# sdr_arb

Fig. 1: sdr_arb, port wiring
(2 px per um)
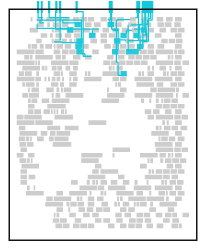

$ cat src/rtl/sdr_arb.sv
// Two-port round-robin arbiter feeding one SDR controller burst interface.
// Define SDR_ARB_WDOG_EN to add a data-phase watchdog that aborts stalled bursts.
module sdr_arb #(
   parameter int unsigned BURST_LEN = 8,
   parameter int unsigned TIMEOUT   = 1023
) (
   input  logic        clk,
   input  logic        rst_n,
   input  logic        m0_req,
   input  logic        m0_we,
   input  logic [31:0] m0_addr,
   input  logic [15:0] m0_wdata,
   input  logic        m0_wvld,
   output logic        m0_wready,
   output logic [15:0] m0_rdata,
   output logic        m0_rvld,
   output logic        m0_ack,
   output logic        m0_done,
   input  logic        m1_req,
   input  logic        m1_we,
   input  logic [31:0] m1_addr,
   input  logic [15:0] m1_wdata,
   input  logic        m1_wvld,
   output logic        m1_wready,
   output logic [15:0] m1_rdata,
   output logic        m1_rvld,
   output logic        m1_ack,
   output logic        m1_done,
   output logic        sdr_wr_req,
   output logic [31:0] sdr_waddr,
   output logic [15:0] sdr_wdata_in,
   output logic        sdr_wr_vld,
   input  logic        sdr_wr_ready,
   output logic        sdr_rd_req,
   output logic [31:0] sdr_raddr,
   input  logic [15:0] sdr_rdata_out,
   input  logic        sdr_rd_vld,
   output logic        err
);

   typedef enum logic [1:0] {IDLE, ISSUE, WR_DATA, RD_DATA} state_t;

   localparam logic [7:0] LAST_BEAT = 8'(BURST_LEN - 1);

   state_t      state, state_nxt;
   logic        gnt, last_gnt, we_r, done_r;
   logic [31:0] addr_r;
   logic [7:0]  beat_cnt;
   logic        any_req, win, wr_phase, rd_phase, beat, last_beat, abort;

   assign any_req   = m0_req | m1_req;
   // On a tie the port that was not served last wins.
   assign win       = (m0_req & m1_req) ? ~last_gnt : m1_req;
   assign wr_phase  = (state == WR_DATA);
   assign rd_phase  = (state == RD_DATA);
   assign beat      = (wr_phase & (gnt ? m1_wvld : m0_wvld) & sdr_wr_ready) |
                      (rd_phase & sdr_rd_vld);
   assign last_beat = beat & (beat_cnt == LAST_BEAT);

`ifdef SDR_ARB_WDOG_EN
   localparam logic [15:0] WD_LIMIT = 16'(TIMEOUT - 1);

   logic [15:0] wd_cnt;
   logic        err_r;

   // wd_cnt is zero in the first data cycle, so the abort lands TIMEOUT cycles after entry.
   assign abort = (wr_phase | rd_phase) & ~beat & (wd_cnt == WD_LIMIT);
   assign err   = err_r;

   always_ff @(posedge clk or negedge rst_n) begin
      if (!rst_n) begin
         wd_cnt <= '0;
         err_r  <= 1'b0;
      end else begin
         if ((wr_phase | rd_phase) & ~beat) wd_cnt <= wd_cnt + 16'd1;
         else                               wd_cnt <= '0;
         if (abort) err_r <= 1'b1;
      end
   end
`else
   logic unused_timeout;

   assign abort          = 1'b0;
   assign err            = 1'b0;
   assign unused_timeout = ^TIMEOUT;
`endif

   always_ff @(posedge clk or negedge rst_n) begin
      if (!rst_n) state <= IDLE;
      else        state <= state_nxt;
   end

   always_comb begin
      state_nxt = state;
      case (state)
         IDLE:             if (any_req) state_nxt = ISSUE;
         ISSUE:            state_nxt = we_r ? WR_DATA : RD_DATA;
         WR_DATA, RD_DATA: if (last_beat | abort) state_nxt = IDLE;
         default:          state_nxt = IDLE;
      endcase
   end

   always_ff @(posedge clk or negedge rst_n) begin
      if (!rst_n) begin
         gnt      <= 1'b0;
         last_gnt <= 1'b1;
         we_r     <= 1'b0;
         addr_r   <= '0;
         beat_cnt <= '0;
         done_r   <= 1'b0;
      end else begin
         done_r <= last_beat | abort;
         if ((state == IDLE) && any_req) begin
            gnt    <= win;
            we_r   <= win ? m1_we : m0_we;
            addr_r <= win ? m1_addr : m0_addr;
         end
         if (last_beat | abort) begin
            beat_cnt <= '0;
            last_gnt <= gnt;
         end else if (beat) begin
            beat_cnt <= beat_cnt + 8'd1;
         end
      end
   end

   assign m0_ack       = (state == ISSUE) & ~gnt;
   assign m1_ack       = (state == ISSUE) & gnt;
   assign m0_done      = done_r & ~gnt;
   assign m1_done      = done_r & gnt;
   assign sdr_wr_req   = (state == ISSUE) & we_r;
   assign sdr_rd_req   = (state == ISSUE) & ~we_r;
   assign sdr_waddr    = addr_r;
   assign sdr_raddr    = addr_r;
   assign sdr_wr_vld   = wr_phase & (gnt ? m1_wvld : m0_wvld);
   assign sdr_wdata_in = wr_phase ? (gnt ? m1_wdata : m0_wdata) : '0;
   assign m0_wready    = wr_phase & ~gnt & sdr_wr_ready;
   assign m1_wready    = wr_phase & gnt & sdr_wr_ready;
   assign m0_rdata     = sdr_rdata_out;
   assign m1_rdata     = sdr_rdata_out;
   assign m0_rvld      = rd_phase & ~gnt & sdr_rd_vld;
   assign m1_rvld      = rd_phase & gnt & sdr_rd_vld;

endmodule

$ cat config.mk
export PLATFORM = sky130hd
export DESIGN_NAME = sdr_arb
export DESIGN_NICKNAME = d
export VERILOG_FILES = /design/src/rtl/sdr_arb.sv
export SDC_FILE = /design/constraint.sdc
export NUM_CORES = 1
export LEC_CHECK = 0
export ABC_CLOCK_PERIOD_IN_PS = 2000
export CORE_ASPECT_RATIO = 1.25
export CORE_MARGIN = 3
export CORE_UTILIZATION = 30
export DETAILED_ROUTE_END_ITERATION = 16
export PLACE_DENSITY = 0.73
export SLEW_MARGIN = 20
export SYNTH_ARGS = -nofsm -noshare
export SYNTH_HDL_FRONTEND = slang
export SYNTH_SLANG_ARGS = --single-unit
export TNS_END_PERCENT = 5
$ cat constraint.sdc
create_clock -name clk -period 2 [get_ports clk]
set_input_delay 0.3 -clock clk [delete_from_list [all_inputs] [get_ports clk]]
set_output_delay 0.3 -clock clk [all_outputs]
set_load 0.005 [all_outputs]
# rr_stream_mux

### src/rtl/rr_stream_mux_pkg.sv
// Shared constants and helpers for the round-robin stream multiplexer.
package rr_stream_mux_pkg;

    localparam logic MODE_FIXED = 1'b0;
    localparam logic MODE_RR    = 1'b1;

    // Pointer advance wraps at the channel count, not at a power of two.
    function automatic int next_ptr(input int idx, input int num_ch);
        return (idx == num_ch - 1) ? 0 : idx + 1;
    endfunction

endpackage

### src/rtl/rr_arbiter.sv
// Combinational round-robin arbiter: first requester at or after ptr wins.
module rr_arbiter
    import rr_stream_mux_pkg::*;
#(
    parameter  int NUM_CH = 4,
    localparam int SEL_W  = $clog2(NUM_CH)
) (
    input  logic [NUM_CH-1:0] req,
    input  logic [SEL_W-1:0]  ptr,
    output logic              gnt_valid,
    output logic [SEL_W-1:0]  gnt_idx
);

    int k;

    always_comb begin
        gnt_valid = 1'b0;
        gnt_idx   = '0;
        k         = 0;
        for (int i = 0; i < NUM_CH; i++) begin
            k = int'(ptr) + i;
            if (k >= NUM_CH) k = k - NUM_CH;
            if (!gnt_valid && req[k]) begin
                gnt_valid = 1'b1;
                gnt_idx   = SEL_W'(k);
            end
        end
    end

endmodule

### src/rtl/rr_stream_mux.sv
// N:1 stream multiplexer with fixed or round-robin channel selection
// onto a single registered valid/ready output.
module rr_stream_mux
    import rr_stream_mux_pkg::*;
#(
    parameter  int NUM_CH = 4,
    parameter  int DATA_W = 8,
    localparam int SEL_W  = $clog2(NUM_CH)
) (
    input  logic                     clk,
    input  logic                     rst,
    input  logic [NUM_CH*DATA_W-1:0] din,
    input  logic [NUM_CH-1:0]        din_valid,
    output logic [NUM_CH-1:0]        din_ready,
    input  logic                     mode,
    input  logic [SEL_W-1:0]         select,
    output logic [DATA_W-1:0]        dout,
    output logic                     dout_valid,
    input  logic                     dout_ready,
    output logic [SEL_W-1:0]         dout_ch
);

    logic              load_en;
    logic              rr_valid;
    logic [SEL_W-1:0]  rr_idx;
    logic [SEL_W-1:0]  ptr;
    logic              gnt_valid;
    logic [SEL_W-1:0]  gnt_idx;
    logic              xfer;
    logic [DATA_W-1:0] sel_data;

    rr_arbiter #(.NUM_CH(NUM_CH)) u_arb (
        .req      (din_valid),
        .ptr      (ptr),
        .gnt_valid(rr_valid),
        .gnt_idx  (rr_idx)
    );

    assign load_en = ~dout_valid | dout_ready;

    // Out-of-range fixed selects (non power-of-two NUM_CH) grant nothing.
    always_comb begin
        if (mode == MODE_RR) begin
            gnt_valid = rr_valid;
            gnt_idx   = rr_idx;
        end else begin
            gnt_valid = int'(select) < NUM_CH;
            gnt_idx   = select;
        end
    end

    always_comb begin
        din_ready = '0;
        if (gnt_valid && load_en) din_ready[gnt_idx] = 1'b1;
    end

    assign xfer     = |(din_valid & din_ready);
    assign sel_data = din[int'(gnt_idx)*DATA_W +: DATA_W];

    always_ff @(posedge clk or posedge rst) begin
        if (rst) begin
            dout       <= '0;
            dout_valid <= 1'b0;
            dout_ch    <= '0;
            ptr        <= '0;
        end else begin
            if (xfer) begin
                dout       <= sel_data;
                dout_ch    <= gnt_idx;
                dout_valid <= 1'b1;
                if (mode == MODE_RR)
                    ptr <= SEL_W'(next_ptr(int'(gnt_idx), NUM_CH));
            end else if (dout_ready) begin
                dout_valid <= 1'b0;
            end
        end
    end

endmodule

### config.mk
export PLATFORM = sky130hd
export DESIGN_NAME = rr_stream_mux
export DESIGN_NICKNAME = d
export VERILOG_FILES = /design/src/rtl/rr_stream_mux_pkg.sv /design/src/rtl/rr_arbiter.sv /design/src/rtl/rr_stream_mux.sv
export SDC_FILE = /design/constraint.sdc
export NUM_CORES = 1
export LEC_CHECK = 0
export CORE_ASPECT_RATIO = 1.75
export CORE_UTILIZATION = 39
export DETAILED_ROUTE_END_ITERATION = 8
export PLACE_DENSITY = 0.9
export SLEW_MARGIN = 25
export SYNTH_ARGS = -nofsm -noshare
export SYNTH_HDL_FRONTEND = slang
export SYNTH_SLANG_ARGS = --single-unit
### constraint.sdc
create_clock -name clk -period 10.4 [get_ports clk]
set_input_delay 3.12 -clock clk [delete_from_list [all_inputs] [get_ports clk]]
set_output_delay 3.12 -clock clk [all_outputs]
set_load 0.02 [all_outputs]
Fig. 2: rr_stream_mux, cell outlines without signal wires
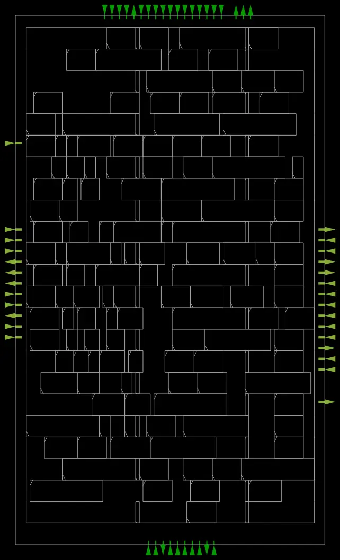
CORE AREA: 0.002273 sq mm
Flop Count: 13
Final Non-Filler Cells: 161

Fig. 3: rr_stream_mux, drive-strength map
(10 px per um)
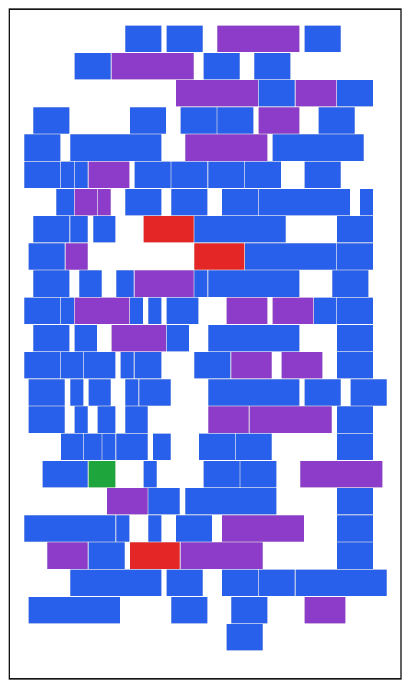
[blue] _0 and _1 cells | cells: 107 | share: 79% | most used: clkdlybuf4s50_1
[purple] _2 cells | cells: 25 | share: 18% | most used: mux2_2
[red] _6 and larger | cells: 3 | share: 2.2% | most used: clkbuf_8
[green] _3 and _4 cells | cells: 1 | share: 0.74% | most used: buf_4
final setup margin: 1.653 ns
bufs w/o clock: 57

==> changes_impl.md, rr_stream_mux <==
### Implementation results

- Status: complete, no violations
- Top cells by count: dfrtp_1 (13), mux2_2 (11), mux4_2 (8)
- All-Layer GR Usage: 0.2389
- Met3 Usage GRT: 0.02333
- Most Crowded Layer GR: met2
- CP startpoint kind: primary input
- Final Net Count: 180
- Max Cap Violations: 0
- Area added between synthesis and finish: 65.51%
- Most common cell in the netlist: dfrtp_1
- Gate Area: 556.8 sq um
- Root Driver: clkbuf_8
- Min Hold Slack: 0.5044 ns
- Largest net degree at the start of global routing: 14
- Lkg Pwr: 0.6140 nW
- Worst slew margin relative to its limit: 0.3719
- Seq cells post-synth: 13
- Port buffer count: 56
- Maximum operating frequency: 114.3 MHz
- Worst Path Max Fanout: 12
- H-tree depth: 1
- Clock net power: 0.0457 mW
- Power Density: 226.6 mW/mm^2
rr_stream_mux: sequential cells by signal (all words and copies together), names as in the netlist:
| signal | cells |
|---|---|
| ptr | 2 |
| dout_ch | 2 |
| dout | 8 |
| dout_valid | 1 |
rr_stream_mux: metrics by stage:
stage,util,instance area [sq um]
after CTS,0.6813,1549
after floorplan,-,935.9
after global placement,0.6615,1504
after detailed placement,0.6615,1504
final,0.6813,1549
after global routing,0.6813,1549
rr_stream_mux: cells by family after synthesis:
group,Yosys count
and+or+nand+nor,22
DFF,13
muxes,20
AOI/OAI and AO/OA,13
buffers and inverters,10
adders and majority gates,1
Fig. 4: sdr_arb, pin map
(4 px per um) Pins as bars across the die edge, other pins in grey.
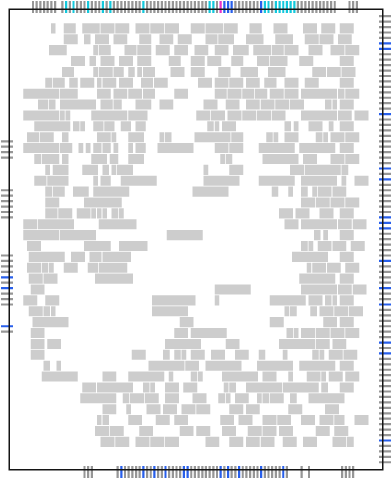
[blue] m1_addr | pins: 32 | direction: input | edge: 14 right, 11 bottom, 4 top, 3 left
[magenta] m1_we | pins: 1 | direction: input | edge: top
[cyan] sdr_wdata_in | pins: 16 | direction: output | edge: top
all pins by edge: 85 top, 83 right, 56 bottom, 22 left
port buffer count: 196
Die Span Y: 114.8 um
DIE WIDTH: 93.01 um

Notes on Fig. 1 above:
[cyan] sdr_wdata_in | bits: 16 | direction: output | edge: top | end cells: 16 | buffers: 16 | wire: 427 um
# IOs: 246

==> changes_impl.md, sdr_arb <==
### Implementation results

- Yosys stat area: 0.002839 sq mm
- Root Driver: clkbuf_16
- Global-route wire length before repair: 13.54 mm
- Critical path depth: 6
- Final Net Count: 563
- Worst setup slack after placement: 0.07339 ns
- Status: complete, no violations
- Top cells by count: buf_4 (65), nor2_1 (46), dfrtp_1 (45)
- CTS max path bufs: 2
- Vias in the first global route: 2,635
- Tool warnings: 28
- Vias/cell: 4.514
- Main area contributors after synthesis: dfrtp_1 (40%), buf_4 (17%), mux2i_1 (12%)
- Power Density: 945.5 mW/mm^2
- Post-DP HPWL: 7.303 mm
- H-tree depth: 2
sdr_arb: sequential cells by signal, summed over array words and instances (netlist names):
signal / flops
sdr_raddr: 32
beat_cnt: 8
state: 2
done_r: 1
gnt: 1
last_gnt: 1
we_r: 1
sdr_arb: routing by layer:
layer,up-vias,track usage,routed length (um)
li1,1236,-,-
met1,1182,0.1715,3291
met3,20,0.04581,673
met4,0,0.04594,178
met2,108,0.3051,5195
met5,-,0,0

# fb_read_sequencer

Fig. 5: fb_read_sequencer, port wiring
(3 px per um)
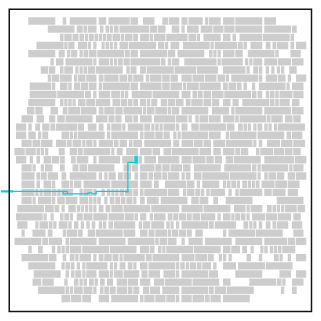
Fig. 6: fb_read_sequencer, pin map
(4 px per um) Pins as bars across the die edge, other pins in grey.
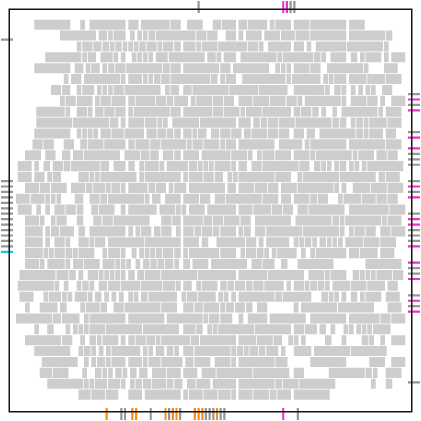
**src/rtl/fb_read_pkg.sv**
```systemverilog
// Shared types and constants for the framebuffer read sequencer.
package fb_read_pkg;

  typedef enum logic [1:0] {
    StIdle,
    StRun,
    StDrain
  } fb_state_e;

  localparam int unsigned FIFO_DEPTH  = 2;
  localparam int unsigned BRAM_RD_LAT = 1;

endpackage

```
**src/rtl/fb_pix_skid_fifo.sv**
```systemverilog
// Two-entry first-word-fall-through pixel FIFO; a write into an empty FIFO is
// presented on the read side in the same cycle and is only stored if not taken.
module fb_pix_skid_fifo
  import fb_read_pkg::*;
#(
  parameter int unsigned DATA_W = 16
) (
  input  logic              clk,
  input  logic              rst_n,
  input  logic              flush_i,
  input  logic              wr_en_i,
  input  logic [DATA_W-1:0] wr_data_i,
  input  logic              rd_ready_i,
  output logic              rd_valid_o,
  output logic [DATA_W-1:0] rd_data_o,
  output logic [1:0]        occ_o
);

  logic [DATA_W-1:0] r_mem [FIFO_DEPTH];
  logic              r_wptr;
  logic              r_rptr;
  logic [1:0]        r_occ;
  logic [1:0]        w_occ_nxt;
  logic              w_bypass;
  logic              w_pop;
  logic              w_store;
  logic              w_deq;

  always_comb begin
    w_bypass   = (r_occ == 2'd0) && wr_en_i;
    rd_valid_o = (r_occ != 2'd0) || wr_en_i;
    rd_data_o  = w_bypass ? wr_data_i : r_mem[r_rptr];
    w_pop      = rd_valid_o && rd_ready_i;
    w_store    = wr_en_i && !(w_bypass && w_pop);
    w_deq      = w_pop && !w_bypass;
    w_occ_nxt  = r_occ + {1'b0, w_store} - {1'b0, w_deq};
  end

  assign occ_o = r_occ;

  always_ff @(posedge clk or negedge rst_n) begin
    if (!rst_n) begin
      r_wptr <= 1'b0;
      r_rptr <= 1'b0;
      r_occ  <= 2'd0;
      for (int i = 0; i < FIFO_DEPTH; i++) begin
        r_mem[i] <= '0;
      end
    end else if (flush_i) begin
      r_wptr <= 1'b0;
      r_rptr <= 1'b0;
      r_occ  <= 2'd0;
    end else begin
      if (w_store) begin
        r_mem[r_wptr] <= wr_data_i;
        r_wptr        <= ~r_wptr;
      end
      if (w_deq) begin
        r_rptr <= ~r_rptr;
      end
      r_occ <= w_occ_nxt;
    end
  end

endmodule

```
**src/rtl/fb_read_sequencer.sv**
```systemverilog
// Framebuffer BRAM port-B read sequencer streaming pixels over valid/ready.
// Optional FB_READ_LOOP_EN adds loop_i for continuous multi-pass runs.
module fb_read_sequencer
  import fb_read_pkg::*;
#(
  parameter int unsigned ADDR_W = 10,
  parameter int unsigned DATA_W = 16,
  parameter int unsigned DEPTH  = 1024,
  parameter int unsigned CNT_W  = 11
) (
  input  logic              clk,
  input  logic              rst_n,
  input  logic              start_i,
  input  logic [ADDR_W-1:0] base_addr_i,
  input  logic [CNT_W-1:0]  pix_count_i,
  input  logic              abort_i,
`ifdef FB_READ_LOOP_EN
  input  logic              loop_i,
`endif
  output logic              busy_o,
  output logic              done_o,
  output logic              bram_en_o,
  output logic [ADDR_W-1:0] bram_addr_o,
  input  logic [DATA_W-1:0] bram_dout_i,
  output logic              pix_valid_o,
  output logic [DATA_W-1:0] pix_data_o,
  input  logic              pix_ready_i
);

  fb_state_e         r_state;
  fb_state_e         w_state_nxt;
  logic [ADDR_W-1:0] r_addr;
  logic [ADDR_W-1:0] r_base;
  logic [CNT_W-1:0]  r_count;
  logic [CNT_W-1:0]  r_remain;
  logic [CNT_W-1:0]  r_out_left;
  logic              r_inflight;
  logic              r_done_zero;

  logic [1:0]        w_occ;
  logic [2:0]        w_outstanding;
  logic              w_active;
  logic              w_abort;
  logic              w_start;
  logic              w_issue;
  logic              w_last_issue;
  logic              w_xfer;
  logic              w_pass_end;
  logic              w_loop;

`ifdef FB_READ_LOOP_EN
  assign w_loop = loop_i;
`else
  assign w_loop = 1'b0;
`endif

  fb_pix_skid_fifo #(
    .DATA_W (DATA_W)
  ) u_fifo (
    .clk        (clk),
    .rst_n      (rst_n),
    .flush_i    (w_abort),
    .wr_en_i    (r_inflight),
    .wr_data_i  (bram_dout_i),
    .rd_ready_i (pix_ready_i),
    .rd_valid_o (pix_valid_o),
    .rd_data_o  (pix_data_o),
    .occ_o      (w_occ)
  );

  // Credit: stored pixels plus the read in flight never exceed the FIFO depth.
  always_comb begin
    w_active      = (r_state != StIdle);
    w_abort       = abort_i && w_active;
    w_start       = (r_state == StIdle) && start_i && (pix_count_i != '0);
    w_outstanding = {1'b0, w_occ} + {2'b00, r_inflight};
    w_issue       = (r_state == StRun) && !w_abort && (w_outstanding < 3'(FIFO_DEPTH));
    w_last_issue  = w_issue && (r_remain == CNT_W'(1));
    w_xfer        = pix_valid_o && pix_ready_i;
    // Every pass has the same length, so a wrapping counter marks pass ends.
    w_pass_end    = w_xfer && (r_out_left == CNT_W'(1));
  end

  always_comb begin
    w_state_nxt = r_state;
    unique case (r_state)
      StIdle: begin
        if (w_start) w_state_nxt = StRun;
      end
      StRun: begin
        if (w_abort) w_state_nxt = StIdle;
        else if (w_last_issue && !w_loop) w_state_nxt = StDrain;
      end
      StDrain: begin
        if (w_abort) w_state_nxt = StIdle;
        else if (w_xfer && (w_outstanding == 3'd1)) w_state_nxt = StIdle;
      end
      default: w_state_nxt = StIdle;
    endcase
  end

  always_ff @(posedge clk or negedge rst_n) begin
    if (!rst_n) begin
      r_state     <= StIdle;
      r_addr      <= '0;
      r_base      <= '0;
      r_count     <= '0;
      r_remain    <= '0;
      r_out_left  <= '0;
      r_inflight  <= 1'b0;
      r_done_zero <= 1'b0;
    end else begin
      r_state     <= w_state_nxt;
      r_inflight  <= w_issue;
      r_done_zero <= (r_state == StIdle) && start_i && (pix_count_i == '0);
      if (w_start) begin
        r_base     <= base_addr_i;
        r_count    <= pix_count_i;
        r_addr     <= base_addr_i;
        r_remain   <= pix_count_i;
        r_out_left <= pix_count_i;
      end else begin
        if (w_issue) begin
          if (w_last_issue && w_loop) begin
            r_addr   <= r_base;
            r_remain <= r_count;
          end else begin
            r_addr   <= (r_addr == ADDR_W'(DEPTH - 1)) ? '0 : r_addr + ADDR_W'(1);
            r_remain <= r_remain - CNT_W'(1);
          end
        end
        if (w_xfer && !w_abort) begin
          r_out_left <= w_pass_end ? r_count : r_out_left - CNT_W'(1);
        end
      end
    end
  end

  assign busy_o      = w_active;
  assign done_o      = (w_pass_end && !w_abort) || r_done_zero;
  assign bram_en_o   = w_issue;
  assign bram_addr_o = r_addr;

endmodule
```
**config.mk**
```make
export PLATFORM = sky130hd
export DESIGN_NAME = fb_read_sequencer
export DESIGN_NICKNAME = d
export VERILOG_FILES = /design/src/rtl/fb_read_pkg.sv /design/src/rtl/fb_pix_skid_fifo.sv /design/src/rtl/fb_read_sequencer.sv
export SDC_FILE = /design/constraint.sdc
export NUM_CORES = 1
export LEC_CHECK = 0
export ABC_AREA = 1
export CORE_UTILIZATION = 49
export CTS_CLUSTER_SIZE = 14
export DETAILED_ROUTE_END_ITERATION = 7
export PLACE_DENSITY = 0.75
export RECOVER_POWER = 25
export SETUP_SLACK_MARGIN = 0.1
export SLEW_MARGIN = 20
export SYNTH_ARGS = -nofsm -noshare
export SYNTH_HDL_FRONTEND = slang
export SYNTH_SLANG_ARGS = --single-unit
```
**constraint.sdc**
```tcl
create_clock -name clk -period 1.76 [get_ports clk]
set_clock_uncertainty 0.05 [all_clocks]
set_input_delay 0.44 -clock clk [delete_from_list [all_inputs] [get_ports clk]]
set_output_delay 0.44 -clock clk [all_outputs]
set_load 0.02 [all_outputs]
```
==> changes_impl.md <==
### Implementation results

- Final clock-cell share: 0.02626
- Yosys aoi share: 0.1286
- Maximum operating frequency: 470.8 MHz
- Reg-to-Reg End: bram_addr_o[4]
- Final setup margin: -0.3639 ns
- Crit path arrival time: 1.63 ns
- Tcrit/Tclk final: 1.207
- Crit path DRT: 1.27 ns
- Worst vdd ir: 0.0009102 V
- Combinational share of power: 0.640
- Most Crowded Layer GR: met2
- Starting Density: 0.5093
- DIE WIDTH: 100.2 um
- Total Power: 14.14 mW
- Worst Path Max Fanout: 2
- Max Cap Violations: 0
- R2R depth: 12
- Area leader, netlist: dfrtp_1
- Top cells by count: nand2_1 (175), dfrtp_1 (83), nor2_1 (76)
- Initial antenna violation count: 0
- Dpl cells: 900
- Gate Area: 0.003078 sq mm
- Status: complete, but fails checks
- Top logic family: simple AND/OR/NAND/NOR gates
- Yosys Instances: 637
- Net Sw Frac: 0.4629
- Syn Inst Count: 637
- Seq cells post-synth: 83
- Syn Area/Cell: 7.423 sq um
- Final tally of setup violations: 55
- ANT nets after route: 0
- Lkg Pwr: 3.837 nW
- Worst hold path class: flop to flop
- Failing checks: negative setup slack
- CP startpoint kind: flop
- Post-DP Area: 0.006301 sq mm
- Clk latency of the worst-skew pair: 0.38 ns
- Power Density: 1787 mW/mm^2
- Clock transition at the registers of the reported paths: 0.10 ns
- Worst slew margin relative to its limit: 0.4922
- M1 wire length: 6.747 mm
- Largest net degree at the start of global routing: 34
- Seq share, synth: 0.4393
- Async SR Flop Fraction: 1.000
- # clk buffers: 9
- Grt total ovfl: 0
About Fig. 5:
[cyan] bram_en_o | bits: 1 | direction: output | edge: left | end cells: 1 | buffers: 1 | wire: 56.5 um

About Fig. 6:
[magenta] bram_dout_i | pins: 16 | direction: input | edge: 13 right, 2 top, 1 bottom
[orange] base_addr_i | pins: 10 | direction: input | edge: bottom
[cyan] bram_en_o | pins: 1 | direction: output | edge: left
all pins by edge: 30 right, 22 bottom, 15 left, 5 top

## worst max-delay path: stages (launching register included)
cell	delay, ns
dfrtp_1	0.43
buf_6	0.14
ha_4	0.16
inv_2	0.06
ha_4	0.11
nand4_1	0.12
inv_2	0.12
buf_6	0.12
## power by group through the flow
stage	Clock [mW]	Sequential (mW)	Combinational [mW]
finish	1.51	3.58	9.05
global route	1.61	3.64	9.65
CTS	1.49	3.43	7.55
detailed placement	0	3.41	6.30
global placement	0	3.37	6.14
floorplan	0	3.47	3.65


==> notes/layouts.md <==
Pictures saved along the way, in no particular order.

Signal wires by layer.
Plate I
(4 px per um) Only two layers are drawn.
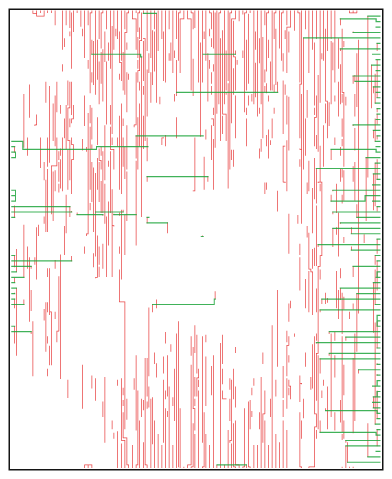
Plate II
(4 px per um) Only two layers are drawn.
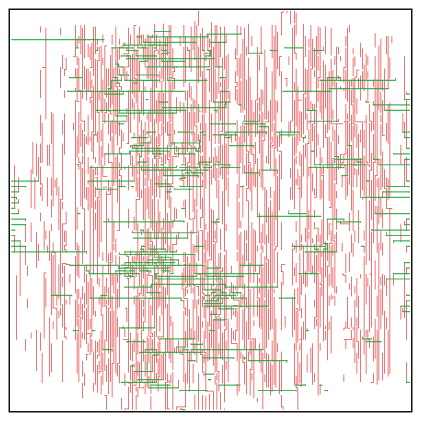
Plate III
(10 px per um) Only two layers are drawn.
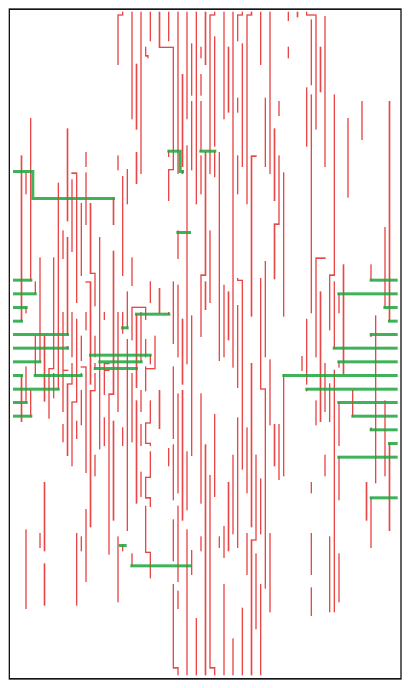
The one with the most wire is Plate II.
The one with the smallest die is Plate III.
sdr_arb -> Plate I
fb_read_sequencer -> Plate II
rr_stream_mux -> Plate III

Power is estimated from default activity; no workload was simulated.
